# ---- design 1 ----
Figure 1. Congestion heat map (design 1).
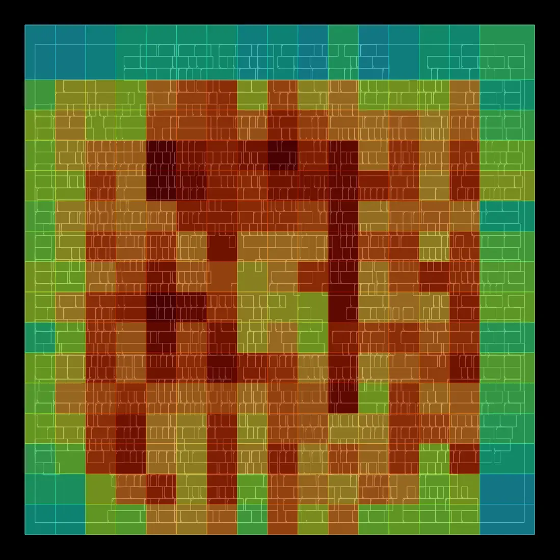

File: src/rtl/alu_operand_stage_if.sv
// Decoder -> operand stage -> ALU bus: decoded op in, registered ALU operands out, ALU result back.
interface alu_operand_stage_if #(
   parameter int DW = 32,
   parameter int RW = 5
);
   logic          flush;
   logic          in_valid;
   logic          in_ready;
   logic [2:0]    in_sel;
   logic [RW-1:0] in_rs;
   logic [RW-1:0] in_rt;
   logic [RW-1:0] in_rd;
   logic          in_wen;
   logic [DW-1:0] in_rs_data;
   logic [DW-1:0] in_rt_data;
   logic [15:0]   in_imm;
   logic          in_use_imm;
   logic          in_zext;
   logic [DW-1:0] alu_r;
   logic          out_valid;
   logic          out_ready;
   logic [DW-1:0] out_a;
   logic [DW-1:0] out_b;
   logic [2:0]    out_sel;
   logic [RW-1:0] out_rd;
   logic          out_wen;
   logic          out_dz;

   modport master (
      output flush, in_valid, in_sel, in_rs, in_rt, in_rd, in_wen,
             in_rs_data, in_rt_data, in_imm, in_use_imm, in_zext, alu_r, out_ready,
      input  in_ready, out_valid, out_a, out_b, out_sel, out_rd, out_wen, out_dz
   );

   modport slave (
      input  flush, in_valid, in_sel, in_rs, in_rt, in_rd, in_wen,
             in_rs_data, in_rt_data, in_imm, in_use_imm, in_zext, alu_r, out_ready,
      output in_ready, out_valid, out_a, out_b, out_sel, out_rd, out_wen, out_dz
   );
endinterface

File: src/rtl/alu_operand_stage.sv
// ID/EX operand stage: resolves RAW hazards by forwarding, then registers A/B/SEL for the ALU
// behind a valid/ready handshake with stall and flush.
module alu_operand_stage #(
   parameter int DW = 32,
   parameter int RW = 5
) (
   input  logic                clk,
   input  logic                rst,
   alu_operand_stage_if.slave  bus
);
   localparam logic [2:0] SEL_DIV = 3'd6;

   logic          vld_p1;
   logic          wen_p1;
   logic          dz_p1;
   logic [2:0]    sel_p1;
   logic [RW-1:0] rd_p1;
   logic [DW-1:0] a_p1;
   logic [DW-1:0] b_p1;

   logic          last_valid;
   logic [RW-1:0] last_rd;
   logic [DW-1:0] last_r;

   logic          fire;
   logic          ready;
   logic          accept;
   logic [DW-1:0] a_p0;
   logic [DW-1:0] b_p0;
   logic          dz_p0;

   // Immediate is widened to 32 bits first; anything above bit 31 stays zero.
   function automatic logic [DW-1:0] imm_ext(input logic [15:0] imm, input logic zext);
      logic signed [15:0] simm;
      logic        [31:0] ext;
      simm = imm;
      ext  = zext ? {16'b0, imm} : 32'(simm);
      return DW'(ext);
   endfunction

   function automatic logic [DW-1:0] fwd(
      input logic [RW-1:0] addr,
      input logic [DW-1:0] file_data,
      input logic          live_v,
      input logic [RW-1:0] live_rd,
      input logic [DW-1:0] live_r,
      input logic          hist_v,
      input logic [RW-1:0] hist_rd,
      input logic [DW-1:0] hist_r
   );
      if (addr == '0)                   return '0;
      if (live_v && (live_rd == addr))  return live_r;
      if (hist_v && (hist_rd == addr))  return hist_r;
      return file_data;
   endfunction

   assign fire   = vld_p1 & bus.out_ready & ~bus.flush;
   assign ready  = ~bus.flush & (~vld_p1 | bus.out_ready);
   assign accept = bus.in_valid & ready;

   // Stage p0: operand resolution for the incoming op
   always_comb begin
      a_p0 = fwd(bus.in_rs, bus.in_rs_data, fire & wen_p1, rd_p1, bus.alu_r,
                 last_valid, last_rd, last_r);
      if (bus.in_use_imm)
         b_p0 = imm_ext(bus.in_imm, bus.in_zext);
      else
         b_p0 = fwd(bus.in_rt, bus.in_rt_data, fire & wen_p1, rd_p1, bus.alu_r,
                    last_valid, last_rd, last_r);
      dz_p0 = (bus.in_sel == SEL_DIV) && (b_p0 == '0);
   end

   // Stage p1: registered operands presented to the ALU
   always_ff @(posedge clk) begin
      if (rst) begin
         vld_p1     <= 1'b0;
         wen_p1     <= 1'b0;
         dz_p1      <= 1'b0;
         sel_p1     <= '0;
         rd_p1      <= '0;
         a_p1       <= '0;
         b_p1       <= '0;
         last_valid <= 1'b0;
         last_rd    <= '0;
         last_r     <= '0;
      end else begin
         if (bus.flush) begin
            vld_p1 <= 1'b0;
            dz_p1  <= 1'b0;
         end else if (accept) begin
            vld_p1 <= 1'b1;
            wen_p1 <= bus.in_wen;
            dz_p1  <= dz_p0;
            sel_p1 <= bus.in_sel;
            rd_p1  <= bus.in_rd;
            a_p1   <= a_p0;
            b_p1   <= b_p0;
         end else if (fire) begin
            vld_p1 <= 1'b0;
            dz_p1  <= 1'b0;
         end
         // Writes to the hard-zero register are never remembered for forwarding.
         if (fire && wen_p1 && (rd_p1 != '0)) begin
            last_valid <= 1'b1;
            last_rd    <= rd_p1;
            last_r     <= bus.alu_r;
         end
      end
   end

   assign bus.in_ready  = ready;
   assign bus.out_valid = vld_p1;
   assign bus.out_a     = a_p1;
   assign bus.out_b     = b_p1;
   assign bus.out_sel   = sel_p1;
   assign bus.out_rd    = rd_p1;
   assign bus.out_wen   = wen_p1;
   assign bus.out_dz    = dz_p1;
endmodule

File: src/flat_wrapper.sv
// flat-port wrapper written by rule: the top's interface ports become plain ports
module alu_operand_stage_flat 
#(
   parameter int DW = 32,
   parameter int RW = 5
)
  (clk, rst, bus_flush, bus_in_valid, bus_in_sel, bus_in_rs, bus_in_rt, bus_in_rd, bus_in_wen, bus_in_rs_data, bus_in_rt_data, bus_in_imm, bus_in_use_imm, bus_in_zext, bus_alu_r, bus_out_ready, bus_in_ready, bus_out_valid, bus_out_a, bus_out_b, bus_out_sel, bus_out_rd, bus_out_wen, bus_out_dz);
  alu_operand_stage_if #(.DW(DW), .RW(RW)) bus_i ();
  input  logic clk;
  input  logic rst;
  input wire logic [$bits(bus_i.flush)-1:0] bus_flush;
  input wire logic [$bits(bus_i.in_valid)-1:0] bus_in_valid;
  input wire logic [$bits(bus_i.in_sel)-1:0] bus_in_sel;
  input wire logic [$bits(bus_i.in_rs)-1:0] bus_in_rs;
  input wire logic [$bits(bus_i.in_rt)-1:0] bus_in_rt;
  input wire logic [$bits(bus_i.in_rd)-1:0] bus_in_rd;
  input wire logic [$bits(bus_i.in_wen)-1:0] bus_in_wen;
  input wire logic [$bits(bus_i.in_rs_data)-1:0] bus_in_rs_data;
  input wire logic [$bits(bus_i.in_rt_data)-1:0] bus_in_rt_data;
  input wire logic [$bits(bus_i.in_imm)-1:0] bus_in_imm;
  input wire logic [$bits(bus_i.in_use_imm)-1:0] bus_in_use_imm;
  input wire logic [$bits(bus_i.in_zext)-1:0] bus_in_zext;
  input wire logic [$bits(bus_i.alu_r)-1:0] bus_alu_r;
  input wire logic [$bits(bus_i.out_ready)-1:0] bus_out_ready;
  output wire logic [$bits(bus_i.in_ready)-1:0] bus_in_ready;
  output wire logic [$bits(bus_i.out_valid)-1:0] bus_out_valid;
  output wire logic [$bits(bus_i.out_a)-1:0] bus_out_a;
  output wire logic [$bits(bus_i.out_b)-1:0] bus_out_b;
  output wire logic [$bits(bus_i.out_sel)-1:0] bus_out_sel;
  output wire logic [$bits(bus_i.out_rd)-1:0] bus_out_rd;
  output wire logic [$bits(bus_i.out_wen)-1:0] bus_out_wen;
  output wire logic [$bits(bus_i.out_dz)-1:0] bus_out_dz;
  assign bus_i.flush = bus_flush;
  assign bus_i.in_valid = bus_in_valid;
  assign bus_i.in_sel = bus_in_sel;
  assign bus_i.in_rs = bus_in_rs;
  assign bus_i.in_rt = bus_in_rt;
  assign bus_i.in_rd = bus_in_rd;
  assign bus_i.in_wen = bus_in_wen;
  assign bus_i.in_rs_data = bus_in_rs_data;
  assign bus_i.in_rt_data = bus_in_rt_data;
  assign bus_i.in_imm = bus_in_imm;
  assign bus_i.in_use_imm = bus_in_use_imm;
  assign bus_i.in_zext = bus_in_zext;
  assign bus_i.alu_r = bus_alu_r;
  assign bus_i.out_ready = bus_out_ready;
  assign bus_in_ready = bus_i.in_ready;
  assign bus_out_valid = bus_i.out_valid;
  assign bus_out_a = bus_i.out_a;
  assign bus_out_b = bus_i.out_b;
  assign bus_out_sel = bus_i.out_sel;
  assign bus_out_rd = bus_i.out_rd;
  assign bus_out_wen = bus_i.out_wen;
  assign bus_out_dz = bus_i.out_dz;
  alu_operand_stage #(.DW(DW), .RW(RW)) u_core (.clk(clk), .rst(rst), .bus(bus_i));
endmodule
File: config.mk
export PLATFORM = sky130hd
export DESIGN_NAME = alu_operand_stage_flat
export DESIGN_NICKNAME = d
export VERILOG_FILES = /design/src/rtl/alu_operand_stage_if.sv /design/src/rtl/alu_operand_stage.sv /design/src/flat_wrapper.sv
export SDC_FILE = /design/constraint.sdc
export NUM_CORES = 1
export LEC_CHECK = 0
export ABC_AREA = 1
export CORE_MARGIN = 2
export CORE_UTILIZATION = 50
export DETAILED_ROUTE_END_ITERATION = 6
export GPL_TIMING_DRIVEN = 0
export PLACE_DENSITY = 0.95
export SYNTH_ARGS = -nofsm -noshare
export SYNTH_HDL_FRONTEND = slang
export SYNTH_SLANG_ARGS = --single-unit
File: constraint.sdc
create_clock -name clk -period 4.6 [get_ports clk]
set_input_delay 0.69 -clock clk [delete_from_list [all_inputs] [get_ports clk]]
set_output_delay 0.69 -clock clk [all_outputs]
set_load 0.01 [all_outputs]
# ---- design 2 ----
<file path="src/rtl/opb_reg_pkg.sv">
// Shared definitions for the OPB slave registers: word offsets, STATUS layout,
// CTRL bit positions and the slave FSM state encoding.
package opb_reg_pkg;

  localparam int unsigned DATA_W = 32;
  localparam int unsigned WORD_W = 6;
  localparam int unsigned CNT_W  = 16;

  localparam logic [WORD_W-1:0] OFF_DATA   = 6'd0;
  localparam logic [WORD_W-1:0] OFF_STATUS = 6'd1;
  localparam logic [WORD_W-1:0] OFF_CTRL   = 6'd2;

  localparam int unsigned CTRL_CLEAR_BIT  = 0;
  localparam int unsigned CTRL_FREEZE_BIT = 1;

  // STATUS word as seen by software, MSB first
  typedef struct packed {
    logic [CNT_W-1:0] count;
    logic [13:0]      rsvd;
    logic             overflow;
    logic             new_data;
  } status_t;

  typedef enum logic [1:0] {
    ST_IDLE,
    ST_ACK,
    ST_WAIT
  } opb_state_e;

  // Byte offset within the window to 32-bit word index
  function automatic logic [WORD_W-1:0] byte_to_word(input logic [7:0] byte_off);
    return WORD_W'(byte_off >> 2);
  endfunction

endpackage

</file>
<file path="src/rtl/opb_slave_if.sv">
// Generic OPB slave front end: window decode, IDLE/ACK/WAIT handshake,
// registered ack and read data that is zero outside the ack cycle.
module opb_slave_if
  import opb_reg_pkg::*;
#(
  parameter logic [31:0] C_BASEADDR = 32'h01000600,
  parameter logic [31:0] C_HIGHADDR = 32'h010006FF
) (
  input  logic              clk_i,
  input  logic              rst_i,
  input  logic              sel_i,
  input  logic              rnw_i,
  input  logic [DATA_W-1:0] addr_i,
  input  logic [DATA_W-1:0] rdata_i,
  output logic [WORD_W-1:0] word_c_o,
  output logic              rd_stb_c_o,
  output logic              wr_stb_c_o,
  output logic              ack_o,
  output logic [DATA_W-1:0] dbus_o
);

  opb_state_e        state_q, state_d;
  logic [DATA_W-1:0] rd_q, rd_d;
  logic [DATA_W-1:0] dbus_q, dbus_d;
  logic              ack_q, ack_d;
  logic              in_win_c;
  logic              dec_c;

  assign in_win_c   = sel_i && (addr_i >= C_BASEADDR) && (addr_i <= C_HIGHADDR);
  assign dec_c      = (state_q == ST_IDLE) && in_win_c;
  assign word_c_o   = byte_to_word(addr_i[7:0]);
  assign rd_stb_c_o = dec_c && rnw_i;
  assign wr_stb_c_o = dec_c && !rnw_i;

  // Next state; dbus is only driven in the cycle that carries the ack
  always_comb begin
    state_d = state_q;
    rd_d    = rd_q;
    ack_d   = 1'b0;
    dbus_d  = '0;
    case (state_q)
      ST_IDLE: begin
        if (in_win_c) begin
          rd_d    = rnw_i ? rdata_i : '0;
          state_d = ST_ACK;
        end
      end
      ST_ACK: begin
        ack_d   = 1'b1;
        dbus_d  = rd_q;
        state_d = ST_WAIT;
      end
      ST_WAIT: begin
        if (!sel_i) state_d = ST_IDLE;
      end
      default: state_d = ST_IDLE;
    endcase
  end

  always_ff @(posedge clk_i) begin
    if (rst_i) begin
      state_q <= ST_IDLE;
      rd_q    <= '0;
      ack_q   <= 1'b0;
      dbus_q  <= '0;
    end else begin
      state_q <= state_d;
      rd_q    <= rd_d;
      ack_q   <= ack_d;
      dbus_q  <= dbus_d;
    end
  end

  assign ack_o  = ack_q;
  assign dbus_o = dbus_q;

endmodule

</file>
<file path="src/rtl/opb_register_simulink2ppc.sv">
// OPB slave register carrying words from user logic to the PPC, with sticky
// new-data / overflow flags, a saturating capture count and a freeze control.
module opb_register_simulink2ppc
  import opb_reg_pkg::*;
#(
  parameter logic [31:0] C_BASEADDR   = 32'h01000600,
  parameter logic [31:0] C_HIGHADDR   = 32'h010006FF,
  parameter int          C_OPB_AWIDTH = 32,
  parameter int          C_OPB_DWIDTH = 32,
  parameter string       C_FAMILY     = "virtex5"
) (
  input  logic        OPB_Clk,
  input  logic        OPB_Rst,
  input  logic [0:31] OPB_ABus,
  input  logic [0:3]  OPB_BE,
  input  logic [0:31] OPB_DBus,
  input  logic        OPB_RNW,
  input  logic        OPB_select,
  input  logic        OPB_seqAddr,
  output logic [0:31] Sl_DBus,
  output logic        Sl_xferAck,
  output logic        Sl_errAck,
  output logic        Sl_retry,
  output logic        Sl_toutSup,
  input  logic [31:0] user_data_in,
  input  logic        user_valid
);

  if (C_OPB_AWIDTH != 32 || C_OPB_DWIDTH != 32) begin : g_bad_width
    $error("opb_register_simulink2ppc supports only a 32-bit OPB");
  end
  if (C_FAMILY == "") begin : g_no_family
    $error("opb_register_simulink2ppc needs a target family");
  end

  // Bus bit 0 is the MSB, so a plain assignment maps it onto bit 31
  logic [DATA_W-1:0] abus_c, wdata_c, rdata_c, dbus_c;
  logic [WORD_W-1:0] word_c;
  logic              rd_stb_c, wr_stb_c, ack_c;
  logic              unused_c;

  assign abus_c  = OPB_ABus;
  assign wdata_c = OPB_DBus;
  assign unused_c = ^{OPB_BE, OPB_seqAddr, wdata_c[DATA_W-1:2]};

  logic [DATA_W-1:0] data_q, data_d;
  logic              new_q, new_d;
  logic              ovf_q, ovf_d;
  logic [CNT_W-1:0]  cnt_q, cnt_d;
  logic              freeze_q, freeze_d;
  status_t           status_c;

  opb_slave_if #(
    .C_BASEADDR(C_BASEADDR),
    .C_HIGHADDR(C_HIGHADDR)
  ) u_slave (
    .clk_i     (OPB_Clk),
    .rst_i     (OPB_Rst),
    .sel_i     (OPB_select),
    .rnw_i     (OPB_RNW),
    .addr_i    (abus_c),
    .rdata_i   (rdata_c),
    .word_c_o  (word_c),
    .rd_stb_c_o(rd_stb_c),
    .wr_stb_c_o(wr_stb_c),
    .ack_o     (ack_c),
    .dbus_o    (dbus_c)
  );

  always_comb begin
    status_c          = '0;
    status_c.count    = cnt_q;
    status_c.overflow = ovf_q;
    status_c.new_data = new_q;
  end

  always_comb begin
    rdata_c = '0;
    case (word_c)
      OFF_DATA:   rdata_c = data_q;
      OFF_STATUS: rdata_c = status_c;
      OFF_CTRL:   rdata_c[CTRL_FREEZE_BIT] = freeze_q;
      default:    rdata_c = '0;
    endcase
  end

  // Ordering: read side-effect, then CTRL write, then capture (capture wins)
  always_comb begin
    data_d   = data_q;
    new_d    = new_q;
    ovf_d    = ovf_q;
    cnt_d    = cnt_q;
    freeze_d = freeze_q;
    if (rd_stb_c && word_c == OFF_DATA) new_d = 1'b0;
    if (wr_stb_c && word_c == OFF_CTRL) begin
      freeze_d = wdata_c[CTRL_FREEZE_BIT];
      if (wdata_c[CTRL_CLEAR_BIT]) begin
        new_d = 1'b0;
        ovf_d = 1'b0;
        cnt_d = '0;
      end
    end
    if (user_valid && !freeze_q) begin
      data_d = user_data_in;
      if (new_d) ovf_d = 1'b1;
      new_d = 1'b1;
      if (cnt_d != '1) cnt_d = cnt_d + CNT_W'(1);
    end
  end

  always_ff @(posedge OPB_Clk) begin
    if (OPB_Rst) begin
      data_q   <= '0;
      new_q    <= 1'b0;
      ovf_q    <= 1'b0;
      cnt_q    <= '0;
      freeze_q <= 1'b0;
    end else begin
      data_q   <= data_d;
      new_q    <= new_d;
      ovf_q    <= ovf_d;
      cnt_q    <= cnt_d;
      freeze_q <= freeze_d;
    end
  end

  assign Sl_DBus    = dbus_c;
  assign Sl_xferAck = ack_c;
  assign Sl_errAck  = 1'b0;
  assign Sl_retry   = 1'b0;
  assign Sl_toutSup = 1'b0;

endmodule

</file>
<file path="config.mk">
export PLATFORM = sky130hd
export DESIGN_NAME = opb_register_simulink2ppc
export DESIGN_NICKNAME = d
export VERILOG_FILES = /design/src/rtl/opb_reg_pkg.sv /design/src/rtl/opb_slave_if.sv /design/src/rtl/opb_register_simulink2ppc.sv
export SDC_FILE = /design/constraint.sdc
export NUM_CORES = 1
export LEC_CHECK = 0
export CORE_ASPECT_RATIO = 0.9
export CORE_MARGIN = 8
export CORE_UTILIZATION = 35
export CTS_CLUSTER_DIAMETER = 200
export CTS_CLUSTER_SIZE = 12
export DETAILED_ROUTE_END_ITERATION = 12
export PLACE_DENSITY = 0.67
export SYNTH_ARGS = -nofsm -noshare
export SYNTH_HDL_FRONTEND = slang
export SYNTH_SLANG_ARGS = --single-unit
</file>
<file path="constraint.sdc">
create_clock -name OPB_Clk -period 2.5 [get_ports OPB_Clk]
set_input_delay 0.5 -clock OPB_Clk [delete_from_list [all_inputs] [get_ports OPB_Clk]]
set_output_delay 0.5 -clock OPB_Clk [all_outputs]
set_load 0.02 [all_outputs]
</file>
# ---- design 3 ----
<file path="src/rtl/counter_b4_mon_if.sv">
// Event stream from the 4-bit counter monitor to its consumer (logger/scoreboard).
// The monitor drives the FIFO head; the consumer answers with evt_ready.
interface counter_b4_mon_if;
   logic       evt_valid;
   logic [7:0] evt_data;
   logic       evt_ready;

   modport master (output evt_valid, output evt_data, input evt_ready);
   modport slave  (input evt_valid, input evt_data, output evt_ready);
endinterface

</file>
<file path="src/rtl/counter_b4_mon.sv">
// Monitor for the 4-bit counter: extends the count via RCO edges, captures loads, queues events.
// Define COUNTER_B4_MON_CHK_EN to build the step checker (step_err and type-11 events).
//
// state  | meaning
// S_IDLE | monitor off: no detection or pushes, outputs held, consumer may still drain
// S_ARM  | one-cycle warm-up: capture previous Q/mode/rco only
// S_RUN  | detection active, previous values tracked every cycle
module counter_b4_mon #(
   parameter int EXT_W      = 8,
   parameter int FIFO_DEPTH = 4
) (
   input  logic                 b4_clk,
   input  logic                 b4_reset,
   input  logic                 mon_enable,
   input  logic [3:0]           b4_Q,
   input  logic                 b4_rco,
   input  logic                 b4_load,
   input  logic [1:0]           b4_mode,
   output logic [EXT_W-1:0]     ext_count,
   output logic                 ext_ovf,
   output logic [3:0]           load_val,
   output logic                 step_err,
   output logic [7:0]           drop_cnt,
   counter_b4_mon_if.master     evt
);

   localparam int PTR_W = $clog2(FIFO_DEPTH);
   localparam logic [PTR_W:0]   FULL_CNT = (PTR_W+1)'(FIFO_DEPTH);
   localparam logic [PTR_W:0]   CNT_ONE  = (PTR_W+1)'(1);
   localparam logic [PTR_W-1:0] PTR_ONE  = PTR_W'(1);

   typedef enum logic [1:0] {S_IDLE, S_ARM, S_RUN} state_t;

   state_t           state_q;
   logic             rco_q;
   logic [EXT_W-1:0] ext_q, ext_d;
   logic             ovf_q, ovf_d;
   logic [3:0]       load_val_q;
   logic [7:0]       drop_q, drop_d;
   logic [7:0]       mem_q [FIFO_DEPTH];
   logic [PTR_W-1:0] wr_q, rd_q;
   logic [PTR_W:0]   cnt_q, cnt_d;

   logic       active, capture;
   logic       rco_ev, load_ev, err_ev;
   logic       push_req, push_ok, pop;
   logic [7:0] push_data;
   logic [1:0] n_ev, drop_inc;
   logic [8:0] drop_sum;

   assign active  = (state_q == S_RUN) && mon_enable;
   assign capture = (state_q != S_IDLE) && mon_enable;
   assign rco_ev  = active && b4_rco && !rco_q;
   assign load_ev = active && b4_load;

`ifdef COUNTER_B4_MON_CHK_EN
   logic [3:0] prev_val_q, exp_val;
   logic [1:0] prev_mode_q;
   logic       err_q;

   always_comb begin
      exp_val = prev_val_q + 4'd1;
      case (prev_mode_q)
         2'b01:   exp_val = prev_val_q - 4'd1;
         2'b10:   exp_val = prev_val_q - 4'd3;
         default: exp_val = prev_val_q + 4'd1;
      endcase
   end

   assign err_ev = active && !b4_load && (prev_mode_q != 2'b11) && (b4_Q != exp_val);

   always_ff @(posedge b4_clk) begin
      if (b4_reset) begin
         prev_val_q  <= 4'd0;
         prev_mode_q <= 2'b00;
         err_q       <= 1'b0;
      end else begin
         if (capture) begin
            prev_val_q  <= b4_Q;
            prev_mode_q <= b4_mode;
         end
         if (err_ev) err_q <= 1'b1;
      end
   end

   assign step_err = err_q;
`else
   logic unused_mode;
   assign unused_mode = ^b4_mode;
   assign err_ev      = 1'b0;
   assign step_err    = 1'b0;
`endif

   // One winner per cycle; every other simultaneous event is counted as lost.
   assign push_req  = err_ev || load_ev || rco_ev;
   assign push_data = err_ev  ? {2'b11, 2'b00, b4_Q} :
                      load_ev ? {2'b10, 2'b00, b4_Q} :
                                {2'b01, 2'b00, b4_Q};
   assign n_ev      = {1'b0, err_ev} + {1'b0, load_ev} + {1'b0, rco_ev};
   assign pop       = (cnt_q != '0) && evt.evt_ready;
   assign push_ok   = push_req && ((cnt_q != FULL_CNT) || pop);
   assign drop_inc  = (n_ev - {1'b0, push_req}) + {1'b0, push_req && !push_ok};
   assign drop_sum  = {1'b0, drop_q} + {7'b0, drop_inc};

   always_comb begin
      ext_d  = ext_q + EXT_W'(rco_ev);
      ovf_d  = ovf_q || (rco_ev && (&ext_q));
      drop_d = drop_sum[8] ? 8'hFF : drop_sum[7:0];
      cnt_d  = cnt_q;
      if (push_ok && !pop)      cnt_d = cnt_q + CNT_ONE;
      else if (!push_ok && pop) cnt_d = cnt_q - CNT_ONE;
   end

   always_ff @(posedge b4_clk) begin
      if (b4_reset) begin
         state_q    <= S_IDLE;
         rco_q      <= 1'b0;
         ext_q      <= '0;
         ovf_q      <= 1'b0;
         load_val_q <= 4'd0;
         drop_q     <= 8'd0;
         wr_q       <= '0;
         rd_q       <= '0;
         cnt_q      <= '0;
      end else begin
         if (!mon_enable) begin
            state_q <= S_IDLE;
         end else begin
            case (state_q)
               S_IDLE:  state_q <= S_ARM;
               S_ARM:   state_q <= S_RUN;
               default: state_q <= S_RUN;
            endcase
         end
         if (capture) rco_q <= b4_rco;
         if (load_ev) load_val_q <= b4_Q;
         ext_q  <= ext_d;
         ovf_q  <= ovf_d;
         drop_q <= drop_d;
         cnt_q  <= cnt_d;
         if (push_ok) wr_q <= wr_q + PTR_ONE;
         if (pop)     rd_q <= rd_q + PTR_ONE;
      end
   end

   // Storage needs no reset: the head is masked whenever the FIFO is empty.
   always_ff @(posedge b4_clk) begin
      if (!b4_reset && push_ok) mem_q[wr_q] <= push_data;
   end

   assign ext_count     = ext_q;
   assign ext_ovf       = ovf_q;
   assign load_val      = load_val_q;
   assign drop_cnt      = drop_q;
   assign evt.evt_valid = (cnt_q != '0);
   assign evt.evt_data  = (cnt_q != '0) ? mem_q[rd_q] : 8'h00;

endmodule

</file>
<file path="src/flat_wrapper.sv">
// flat-port wrapper written by rule: the top's interface ports become plain ports
module counter_b4_mon_flat 
#(
   parameter int EXT_W      = 8,
   parameter int FIFO_DEPTH = 4
)
  (b4_clk, b4_reset, mon_enable, b4_Q, b4_rco, b4_load, b4_mode, ext_count, ext_ovf, load_val, step_err, drop_cnt, evt_evt_valid, evt_evt_data, evt_evt_ready);
  counter_b4_mon_if evt_i ();
  input  logic b4_clk;
  input  logic b4_reset;
  input  logic mon_enable;
  input  logic [3:0] b4_Q;
  input  logic b4_rco;
  input  logic b4_load;
  input  logic [1:0] b4_mode;
  output logic [EXT_W-1:0] ext_count;
  output logic ext_ovf;
  output logic [3:0] load_val;
  output logic step_err;
  output logic [7:0] drop_cnt;
  output wire logic [$bits(evt_i.evt_valid)-1:0] evt_evt_valid;
  output wire logic [$bits(evt_i.evt_data)-1:0] evt_evt_data;
  input wire logic [$bits(evt_i.evt_ready)-1:0] evt_evt_ready;
  assign evt_evt_valid = evt_i.evt_valid;
  assign evt_evt_data = evt_i.evt_data;
  assign evt_i.evt_ready = evt_evt_ready;
  counter_b4_mon #(.EXT_W(EXT_W), .FIFO_DEPTH(FIFO_DEPTH)) u_core (.b4_clk(b4_clk), .b4_reset(b4_reset), .mon_enable(mon_enable), .b4_Q(b4_Q), .b4_rco(b4_rco), .b4_load(b4_load), .b4_mode(b4_mode), .ext_count(ext_count), .ext_ovf(ext_ovf), .load_val(load_val), .step_err(step_err), .drop_cnt(drop_cnt), .evt(evt_i));
endmodule
</file>
<file path="config.mk">
export PLATFORM = sky130hd
export DESIGN_NAME = counter_b4_mon_flat
export DESIGN_NICKNAME = d
export VERILOG_FILES = /design/src/rtl/counter_b4_mon_if.sv /design/src/rtl/counter_b4_mon.sv /design/src/flat_wrapper.sv
export SDC_FILE = /design/constraint.sdc
export NUM_CORES = 1
export LEC_CHECK = 0
export CAP_MARGIN = 20
export CORE_ASPECT_RATIO = 0.7
export CORE_MARGIN = 2
export CORE_UTILIZATION = 50
export DETAILED_ROUTE_END_ITERATION = 8
export GPL_TIMING_DRIVEN = 0
export PLACE_DENSITY = 0.76
export SLEW_MARGIN = 30
export SYNTH_ARGS = -nofsm -noshare
export SYNTH_HDL_FRONTEND = slang
export SYNTH_SLANG_ARGS = --single-unit
</file>
<file path="constraint.sdc">
create_clock -name b4_clk -period 2.8 [get_ports b4_clk]
set_clock_uncertainty 0.05 [all_clocks]
set_input_delay 0.28 -clock b4_clk [delete_from_list [all_inputs] [get_ports b4_clk]]
set_output_delay 0.28 -clock b4_clk [all_outputs]
set_load 0.02 [all_outputs]
</file>
# ---- design 4 ----
[src/rtl/vga_regs_pkg.sv]
// Shared definitions for the VGA register-bank commit path.
//
// Contents:
//   NUM_SLOTS, V_VISIBLE           shadow slot count and first blanking line
//   SLOT_SEG_HORA..SLOT_BANDERAS   slot index of each display register
//   PORT_BASE / PORT_FLUSH / PORT_OVR_CLR
//                                  PicoBlaze port addresses for slot 0,
//                                  flush request and overwrite-flag clear
//   state_t                        commit scheduler states
//   slot_onehot()                  slot index to hold-strobe vector
package vga_regs_pkg;

    localparam int NUM_SLOTS = 10;
    localparam int V_VISIBLE = 480;

    localparam int SLOT_SEG_HORA  = 0;
    localparam int SLOT_MIN_HORA  = 1;
    localparam int SLOT_HORA_HORA = 2;
    localparam int SLOT_DIA_FECHA = 3;
    localparam int SLOT_MES_FECHA = 4;
    localparam int SLOT_JAHR      = 5;
    localparam int SLOT_SEG_TIMER = 6;
    localparam int SLOT_MIN_TIMER = 7;
    localparam int SLOT_HORA_TIM  = 8;
    localparam int SLOT_BANDERAS  = 9;

    localparam logic [7:0] PORT_BASE    = 8'h20;
    localparam logic [7:0] PORT_FLUSH   = 8'h2F;
    localparam logic [7:0] PORT_OVR_CLR = 8'h2E;

    typedef enum logic [1:0] {
        IDLE   = 2'd0,
        WAIT   = 2'd1,
        COMMIT = 2'd2
    } state_t;

    function automatic logic [NUM_SLOTS-1:0] slot_onehot(input logic [3:0] idx);
        return NUM_SLOTS'(1) << idx;
    endfunction

endpackage

[src/rtl/slot_priority_enc.sv]
// Lowest-index-first selector over the pending slot vector.
//
// Ports:
//   pending  in   N   one bit per shadow slot waiting to be committed
//   idx      out  4   index of the lowest set bit (0 when none set)
//   valid    out  1   at least one bit of pending is set
module slot_priority_enc
    import vga_regs_pkg::*;
#(
    parameter int N = NUM_SLOTS
) (
    input  logic [N-1:0] pending,
    output logic [3:0]   idx,
    output logic         valid
);

    // Scanning downward lets the lowest set bit be the last one written.
    always_comb begin
        idx   = '0;
        valid = 1'b0;
        for (int i = N - 1; i >= 0; i--) begin
            if (pending[i]) begin
                idx   = 4'(i);
                valid = 1'b1;
            end
        end
    end

endmodule

[src/rtl/vga_commit_scheduler.sv]
// Frame-synchronous write scheduler between the PicoBlaze port bus and the
// VGA display register bank. Port writes to 8'h20..8'h29 land in shadow
// slots; pending slots are committed to the bank one per clock, lowest index
// first, only while vertical blanking is active (or after a flush request
// written to 8'h2F), so a frame never shows a half-updated time.
//
// Optional feature: define VGA_COMMIT_OVR_EN to build the sticky
// overwrite_flag output (cleared by a write to 8'h2E).
//
// Ports:
//   clock           in   1   system clock
//   reset           in   1   asynchronous active-low reset
//   port_id         in   8   PicoBlaze port address
//   in_dato         in   8   PicoBlaze write data
//   write_strobe    in   1   PicoBlaze write qualifier
//   pixel_y         in   10  current scan line
//   hold_out        out  10  one-hot commit strobe to the register bank
//   data_out        out  8   data accompanying hold_out (holds last value)
//   busy            out  1   any slot pending
//   overwrite_flag  out  1   sticky: a pending slot was rewritten
//
// Handshake: there is no back-pressure. A write is accepted in every cycle
// write_strobe is high; a hold_out pulse is valid for exactly one cycle and
// the bank must take it in that cycle.
module vga_commit_scheduler
    import vga_regs_pkg::*;
#(
    parameter int NUM_SLOTS = vga_regs_pkg::NUM_SLOTS,
    parameter int V_VISIBLE = vga_regs_pkg::V_VISIBLE
) (
    input  logic                 clock,
    input  logic                 reset,
    input  logic [7:0]           port_id,
    input  logic [7:0]           in_dato,
    input  logic                 write_strobe,
    input  logic [9:0]           pixel_y,
    output logic [NUM_SLOTS-1:0] hold_out,
    output logic [7:0]           data_out,
    output logic                 busy
`ifdef VGA_COMMIT_OVR_EN
    ,
    output logic                 overwrite_flag
`endif
);

    state_t                state_q, state_d;
    logic [NUM_SLOTS-1:0]  pending_q, pending_d;
    logic [7:0]            shadow_q [NUM_SLOTS];
    logic                  flush_q, flush_d;
    logic                  vblank_q;

    logic [7:0]            port_off;
    logic                  slot_wr;
    logic                  flush_wr;
    logic [3:0]            wr_idx;
    logic [NUM_SLOTS-1:0]  wr_mask;
    logic [3:0]            pri_idx;
    logic                  pri_valid;
    logic                  do_commit;

    // Addresses below the base wrap to large offsets and fail the range test.
    assign port_off = port_id - PORT_BASE;
    assign slot_wr  = write_strobe && (port_off <= 8'(SLOT_BANDERAS));
    assign flush_wr = write_strobe && (port_id == PORT_FLUSH);
    assign wr_idx   = port_off[3:0];
    assign wr_mask  = slot_wr ? slot_onehot(wr_idx) : '0;

    slot_priority_enc #(.N(NUM_SLOTS)) u_pri (
        .pending (pending_q),
        .idx     (pri_idx),
        .valid   (pri_valid)
    );

    // WAIT and COMMIT both issue a strobe in any cycle where committing is
    // allowed; WAIT -> COMMIT and COMMIT -> WAIT only track whether the burst
    // is running. This keeps blanking entry to a single register stage
    // (vblank_q) before the first strobe.
    always_comb begin
        state_d   = state_q;
        pending_d = pending_q;
        flush_d   = flush_q;
        do_commit = 1'b0;

        case (state_q)
            IDLE: begin
                if (slot_wr) state_d = WAIT;
            end
            WAIT: begin
                if (vblank_q || flush_q) begin
                    do_commit = pri_valid;
                    state_d   = COMMIT;
                end
            end
            COMMIT: begin
                if (vblank_q || flush_q) do_commit = pri_valid;
                else                     state_d   = WAIT;
            end
            default: state_d = IDLE;
        endcase

        // Clear before set: a write landing on the slot being committed
        // keeps it pending with the new value.
        if (do_commit) pending_d = pending_d & ~slot_onehot(pri_idx);
        pending_d = pending_d | wr_mask;

        if (pending_d == '0) state_d = IDLE;

        // The flush request lives until the pending set drains (or is
        // dropped a cycle later if nothing was pending).
        if (flush_wr)              flush_d = 1'b1;
        else if (pending_d == '0)  flush_d = 1'b0;
    end

    always_ff @(posedge clock or negedge reset) begin
        if (!reset) begin
            state_q   <= IDLE;
            pending_q <= '0;
            flush_q   <= 1'b0;
            vblank_q  <= 1'b0;
            hold_out  <= '0;
            data_out  <= '0;
            busy      <= 1'b0;
            for (int i = 0; i < NUM_SLOTS; i++) shadow_q[i] <= '0;
        end else begin
            state_q   <= state_d;
            pending_q <= pending_d;
            flush_q   <= flush_d;
            vblank_q  <= (pixel_y >= 10'(V_VISIBLE));
            busy      <= (pending_d != '0);
            hold_out  <= do_commit ? slot_onehot(pri_idx) : '0;
            // shadow_q is read before this edge's write, so a same-cycle
            // rewrite commits the old value.
            if (do_commit) data_out <= shadow_q[pri_idx];
            if (slot_wr)   shadow_q[wr_idx] <= in_dato;
        end
    end

`ifdef VGA_COMMIT_OVR_EN
    always_ff @(posedge clock or negedge reset) begin
        if (!reset) begin
            overwrite_flag <= 1'b0;
        end else if (slot_wr && pending_q[wr_idx]) begin
            overwrite_flag <= 1'b1;
        end else if (write_strobe && (port_id == PORT_OVR_CLR)) begin
            overwrite_flag <= 1'b0;
        end
    end
`endif

endmodule

[config.mk]
export PLATFORM = sky130hd
export DESIGN_NAME = vga_commit_scheduler
export DESIGN_NICKNAME = d
export VERILOG_FILES = /design/src/rtl/vga_regs_pkg.sv /design/src/rtl/slot_priority_enc.sv /design/src/rtl/vga_commit_scheduler.sv
export SDC_FILE = /design/constraint.sdc
export NUM_CORES = 1
export LEC_CHECK = 0
export CAP_MARGIN = 40
export CORE_ASPECT_RATIO = 0.7
export CORE_MARGIN = 2
export CORE_UTILIZATION = 35
export CTS_CLUSTER_DIAMETER = 30
export DETAILED_ROUTE_END_ITERATION = 6
export MAX_ROUTING_LAYER = met4
export SYNTH_ARGS = -nofsm -noshare
export SYNTH_HDL_FRONTEND = slang
export SYNTH_SLANG_ARGS = --single-unit
[constraint.sdc]
create_clock -name clock -period 3.5 [get_ports clock]
set_clock_uncertainty 0.15 [all_clocks]
set_input_delay 0.7 -clock clock [delete_from_list [all_inputs] [get_ports clock]]
set_output_delay 0.7 -clock clock [all_outputs]
set_load 0.01 [all_outputs]
Figure 2. Cell area per tile (design 2).
The bar under the picture is 50 um long. The die is cut into 13 by 12 equal tiles; black is low, pale yellow is high, 0 to 100% covered.
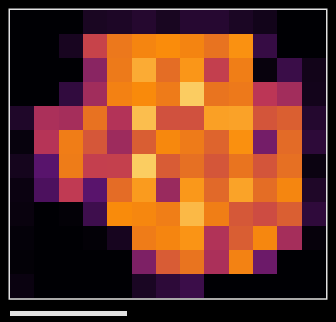
emptiest ninth of the die = lower left
tiles over 75% full = 9.6%
fullest tile = 89%
densest ninth of the die = centre
nearly empty tiles = 24%
mean over tiles = 37%
final core utilization: 0.504
fp_density: 0.355
Core Box Area: 12500 um2

==> impl_metrics.py, design 2 <==
# Generated from Yosys and OpenROAD reports
metrics = {
    "outcome": {
        "status": "complete, no violations",
    },
    "detailed_routing": {
        "drt_iter0_markers": 194,
        "top_layer": "met4",
    },
    "layout": {
        "bufAreaShareNonClock": 0.195,
        "comb_area_um2": 1940,
        "lay_top_count": "dfxtp_1",
        "layout_top_cells": "dfxtp_1, clkdlybuf4s50_1, nand2_1",
    },
    "global_routing": {
        "busiest_layer": "met2",
    },
    "timing": {
        "timing.final.ws_setup_ns": 0.0918,
        "slew_violations": 0,
        "fin_crit_sh": 0.963,
        "timing.fmax_mhz": 415,
    },
    "clocking": {
        "cts_resized": 0,
        "post-cts-setup-buffer-count": 0,
    },
    "worst_setup_path": {
        "setup.worst_path.end": "new_q$_SDFF_PP0_",
        "startpoint": "OPB_ABus[9]",
        "start_kind": "input pin",
    },
    "floorplan": {
        "rows": 39,
        "taps": 164,
    },
    "synth": {
        "synthTopCellsByArea": "dfxtp_1, nand2_1, a21oi_1, nor2_1, and2_1",
        "yosys.stat.chipArea_um2": 4450,
        "synthDistinctLibCells": 44,
    },
    "placement": {
        "gp_congestion": 0.800,
    },
    "pwr": {
        "clock_power_share": 0.517,
    },
}
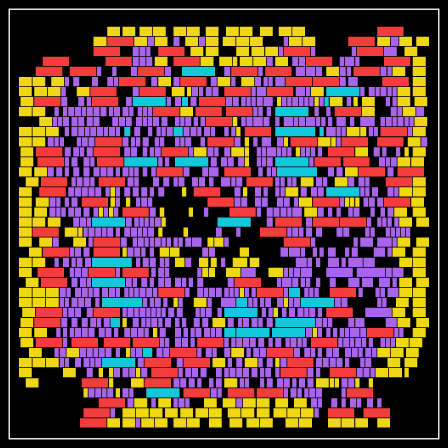
Figure 3: design 1, cell classes on the final placement.
combinational and other logic -> purple  # cells 797, share of their area 41%
clock drivers and dummy loads -> cyan  # cells 32, share of their area 7.1%
flops -> red  # cells 113, share of their area 25%
other buffers and delay cells -> yellow  # cells 277, share of their area 27%
register share of the cell area: 0.245
Site Rows: 40
Final Instance Area: 9230 um2
final core utilization: 0.762

## Picture notes: Figure 1
met1 global-route usage: 0.468
most used routing layer: met2
WL/cell: 18.4 um
met3 Usage GRT: 0.0847

==> impl_metrics.py, design 1 <==
# Generated from Yosys and OpenROAD reports
metrics = {
    "floorplan": {
        "die-area_um2": 13400,
        "initial_core_util": 0.517,
        "taps": 168,
        "die_w_um": 116,
    },
    "outcome": {
        "status": "complete, no violations",
    },
    "synth": {
        "synthAdderAreaFrac": 0,
        "synthMostInstantiatedCell": "nand2_1",
        "ys_async_sr_fraction": 0,
        "logic_family": "AND-OR/OR-AND gates",
        "syn_inst": 976,
        "yosysTopAreaCell": "dfxtp_1",
    },
    "clocking": {
        "numCtsBuffers": 17,
        "cts_resized": 0,
    },
    "worst_setup_path": {
        "crit_fanout": 10,
        "criticalPathCategory": "in2reg",
        "critPathCaptureType": "flop",
        "cp_top_family": "simple AND/OR/NAND/NOR gates",
        "crit_arrival_ns": 3.27,
        "cp.required_ns": 4.96,
        "cp_slowest_cell": "clkdlybuf4s50_1",
        "setup.worst_path.end": "u_core.bus.out_dz$_SDFFE_PP0P_",
    },
    "timing": {
        "worst_pin_slew_ns": 1.24,
        "timing.slew.headroom": 0.167,
        "finalSetupViolations": 0,
    },
    "layout": {
        "design.seq.count": 113,
        "drive_gt1_frac": 0.0492,
        "areaGrowthSynthToFinish_pct": 47.3,
    },
    "detailed_routing": {
        "firstDrtPassIters": 6,
        "drc_errors": 0,
        "num_vias": 8001,
    },
    "pwr": {
        "comb-power_w": 0.000490,
        "seq-power_w": 0.00105,
    },
    "global_routing": {
        "antenna_found_initial": 0,
        "globalRouteTotalUtil": 0.378,
    },
}
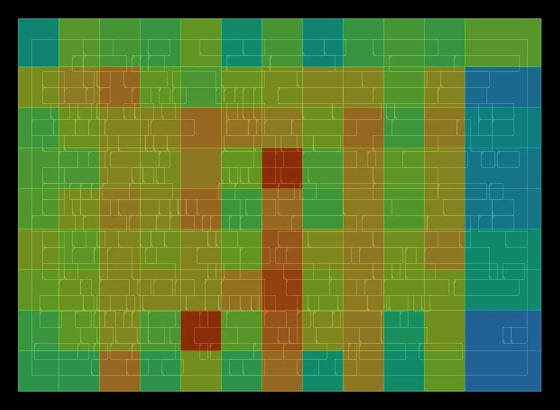
Figure 4: design 3, congestion heat map.
met1 global-route usage: 0.256
GRT Util Overall: 0.188

==> impl_metrics.py, design 3 <==
# Generated from Yosys and OpenROAD reports
metrics = {
    "worst_setup_path": {
        "cpPeakStageDelay_ns": 0.58,
        "r2r_slack_ns": 0.11,
        "cp_num_cells": 8,
        "criticalPathCategory": "reg2reg",
        "startpoint": "u_core.cnt_q[0]$_SDFFE_PP0P_",
        "crit-reg2reg-launch": "u_core.cnt_q[0]$_SDFFE_PP0P_",
    },
    "timing": {
        "slew_violations": 0,
        "fin_crit_sh": 0.960,
        "tns_ns": 0,
        "timing.slew.headroom": 0.528,
    },
    "synth": {
        "numSynthFlops": 57,
        "yosysTopAreaCellShare": 0.286,
        "synthDistinctLibCells": 45,
        "postSynthSeqShare": 0.548,
        "yosys_cells": 212,
        "syn_area_um2": 2520,
    },
    "floorplan": {
        "die_h_um": 63.4,
        "num_io_pins": 43,
        "fp.coreArea_um2": 4810,
        "taps": 69,
        "die_w_um": 88.8,
    },
    "clocking": {
        "numClockSinks": 57,
        "hold_buffers": 0,
    },
    "placement": {
        "gp_congestion": 0.738,
        "placed_area_um2": 2970,
        "dp.cells": 319,
    },
    "flow_run": {
        "tool_warnings": 31,
    },
    "layout": {
        "bufAreaShareNonClock": 0.136,
        "design.seq.count": 57,
        "fillers": 383,
        "antenna_cells": 0,
        "fin_nets": 284,
    },
    "min_path": {
        "min_path_type": "in2reg",
        "hold_depth": 3,
    },
    "outcome": {
        "status": "complete, no violations",
    },
    "pwr": {
        "sw_frac_of_total": 0.276,
        "power_density_nw_per_um2": 660,
        "pwr-share-seq": 0.449,
    },
    "global_routing": {
        "grt_pass1_vias": 1574,
        "grt_max_degree": 11,
    },
    "detailed_routing": {
        "wl_met2_um": 2100,
        "num_vias": 1714,
    },
}
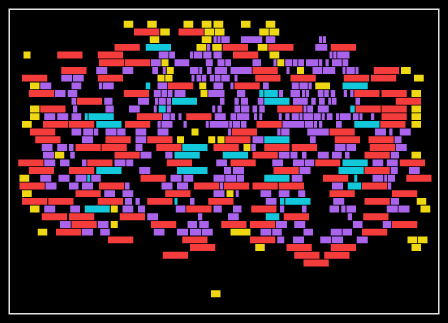
Figure 5: design 4, cell classes on the final placement.
flops -> red  # cells 113, share of their area 45%
other buffers and delay cells -> yellow  # cells 60, share of their area 9.1%
combinational and other logic -> purple  # cells 284, share of their area 37%
clock drivers and dummy loads -> cyan  # cells 30, share of their area 8.6%

==> impl_metrics.py, design 4 <==
# Generated from Yosys and OpenROAD reports
metrics = {
    "timing": {
        "timing.fmax_mhz": 345,
        "hold_slack_ns": 0.192,
        "finalSetupViolations": 0,
        "fin_crit_sh": 0.828,
        "timing.slew.headroom": 0.487,
        "fin_crit_ns": 2.90,
    },
    "synth": {
        "synth_nets": 453,
        "synthMostInstantiatedCell": "dfrtp_1",
        "edf_count": 0,
        "yosys.stat.chipArea_um2": 5310,
        "avgSynthCellArea_um2": 12.7,
        "syn_inst": 419,
    },
    "outcome": {
        "status": "complete, no violations",
    },
    "global_routing": {
        "grt_max_degree": 51,
        "busiest_layer": "met1",
        "antenna_found_initial": 0,
    },
    "layout": {
        "post-route-cell-area_um2": 6540,
        "max_flop_register": "shadow_q",
        "comb_area_share": 0.353,
    },
    "worst_setup_path": {
        "crit_path_cell_trace": "clkdlybuf4s50_1 > inv_1 > ha_1 > nand4b_1 > or4_1 > buf_4 > mux2_1",
        "cp_num_cells": 7,
        "setup.worst_path.end": "shadow_q[66]$_DFFE_PN0P_",
    },
    "placement": {
        "dp.cells": 652,
    },
    "floorplan": {
        "rows": 37,
        "die-area_um2": 16200,
    },
    "pwr": {
        "ir_worst_vdd_uv": 268,
    },
}

==> gallery <==
Nets reached from selected ports.
Plate I
The bar under the picture is 20 um long.
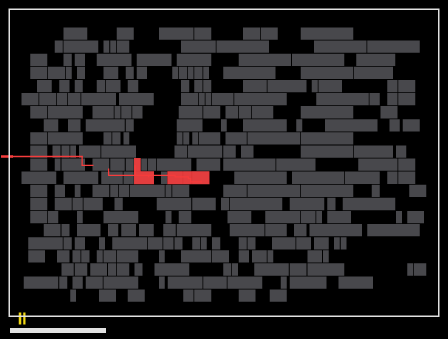
Plate II
The bar under the picture is 50 um long.
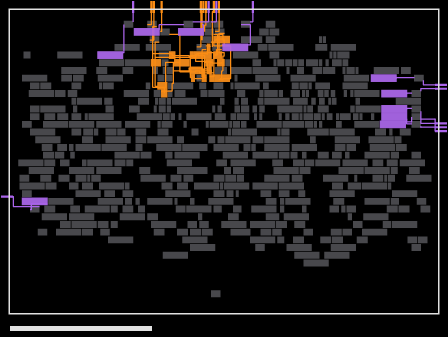
Plate III
The bar under the picture is 50 um long.
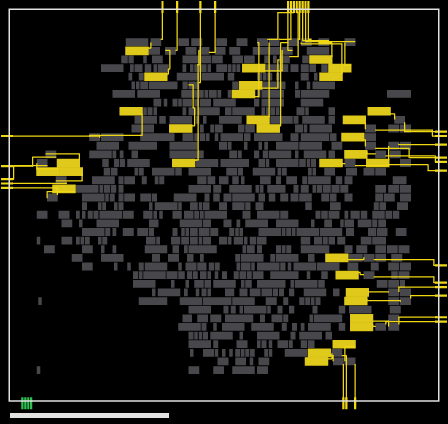
Plate IV
The bar under the picture is 20 um long.
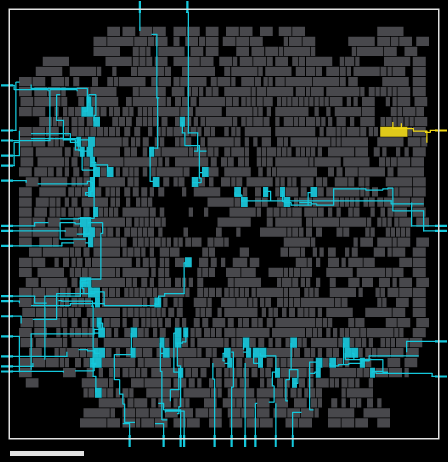
Of these, smallest die: Plate I
Of these, most cells: Plate IV
- design 2 = Plate III
- design 1 = Plate IV
- design 4 = Plate II
- design 3 = Plate I

Key to Plate I:
b4_mode -> yellow  # direction input, edge bottom, end cells 0, buffers 0
mon_enable -> red  # direction input, edge left, end cells 5, buffers 1, wire 43.1 um



==> screenshots <==
PDN straps and rails.
(a)
The bar under the picture is 50 um long. Pins as bars on the die edge.
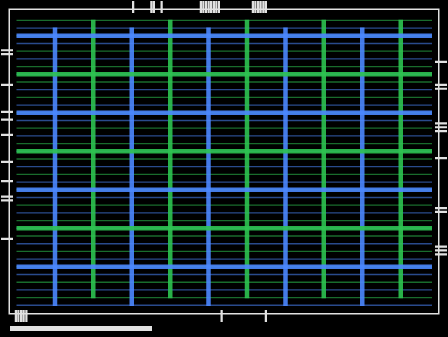
(b)
The bar under the picture is 20 um long. Pins as bars on the die edge.
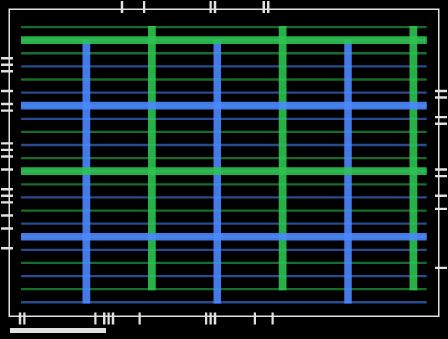
(c)
The bar under the picture is 50 um long. Pins as bars on the die edge.
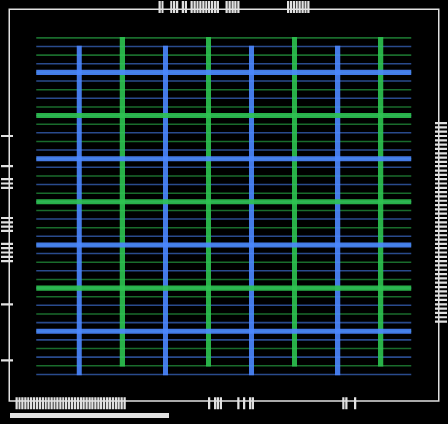
(d)
The bar under the picture is 20 um long. Pins as bars on the die edge.
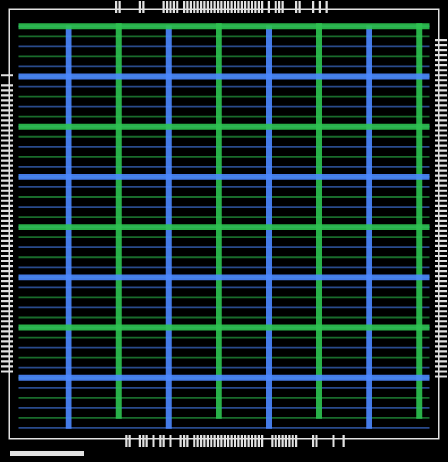
For design 4, see (a).
For design 2, see (c).
For design 3, see (b).
For design 1, see (d).
- smallest die: (b)
- most pins: (d)

Key to (d):
VDD -> green
VSS -> blue
rows = 40
met1 rails = 41
signal pins = 214
met4 straps = 8
met5 straps = 8

Power is estimated from default activity; no workload was simulated.
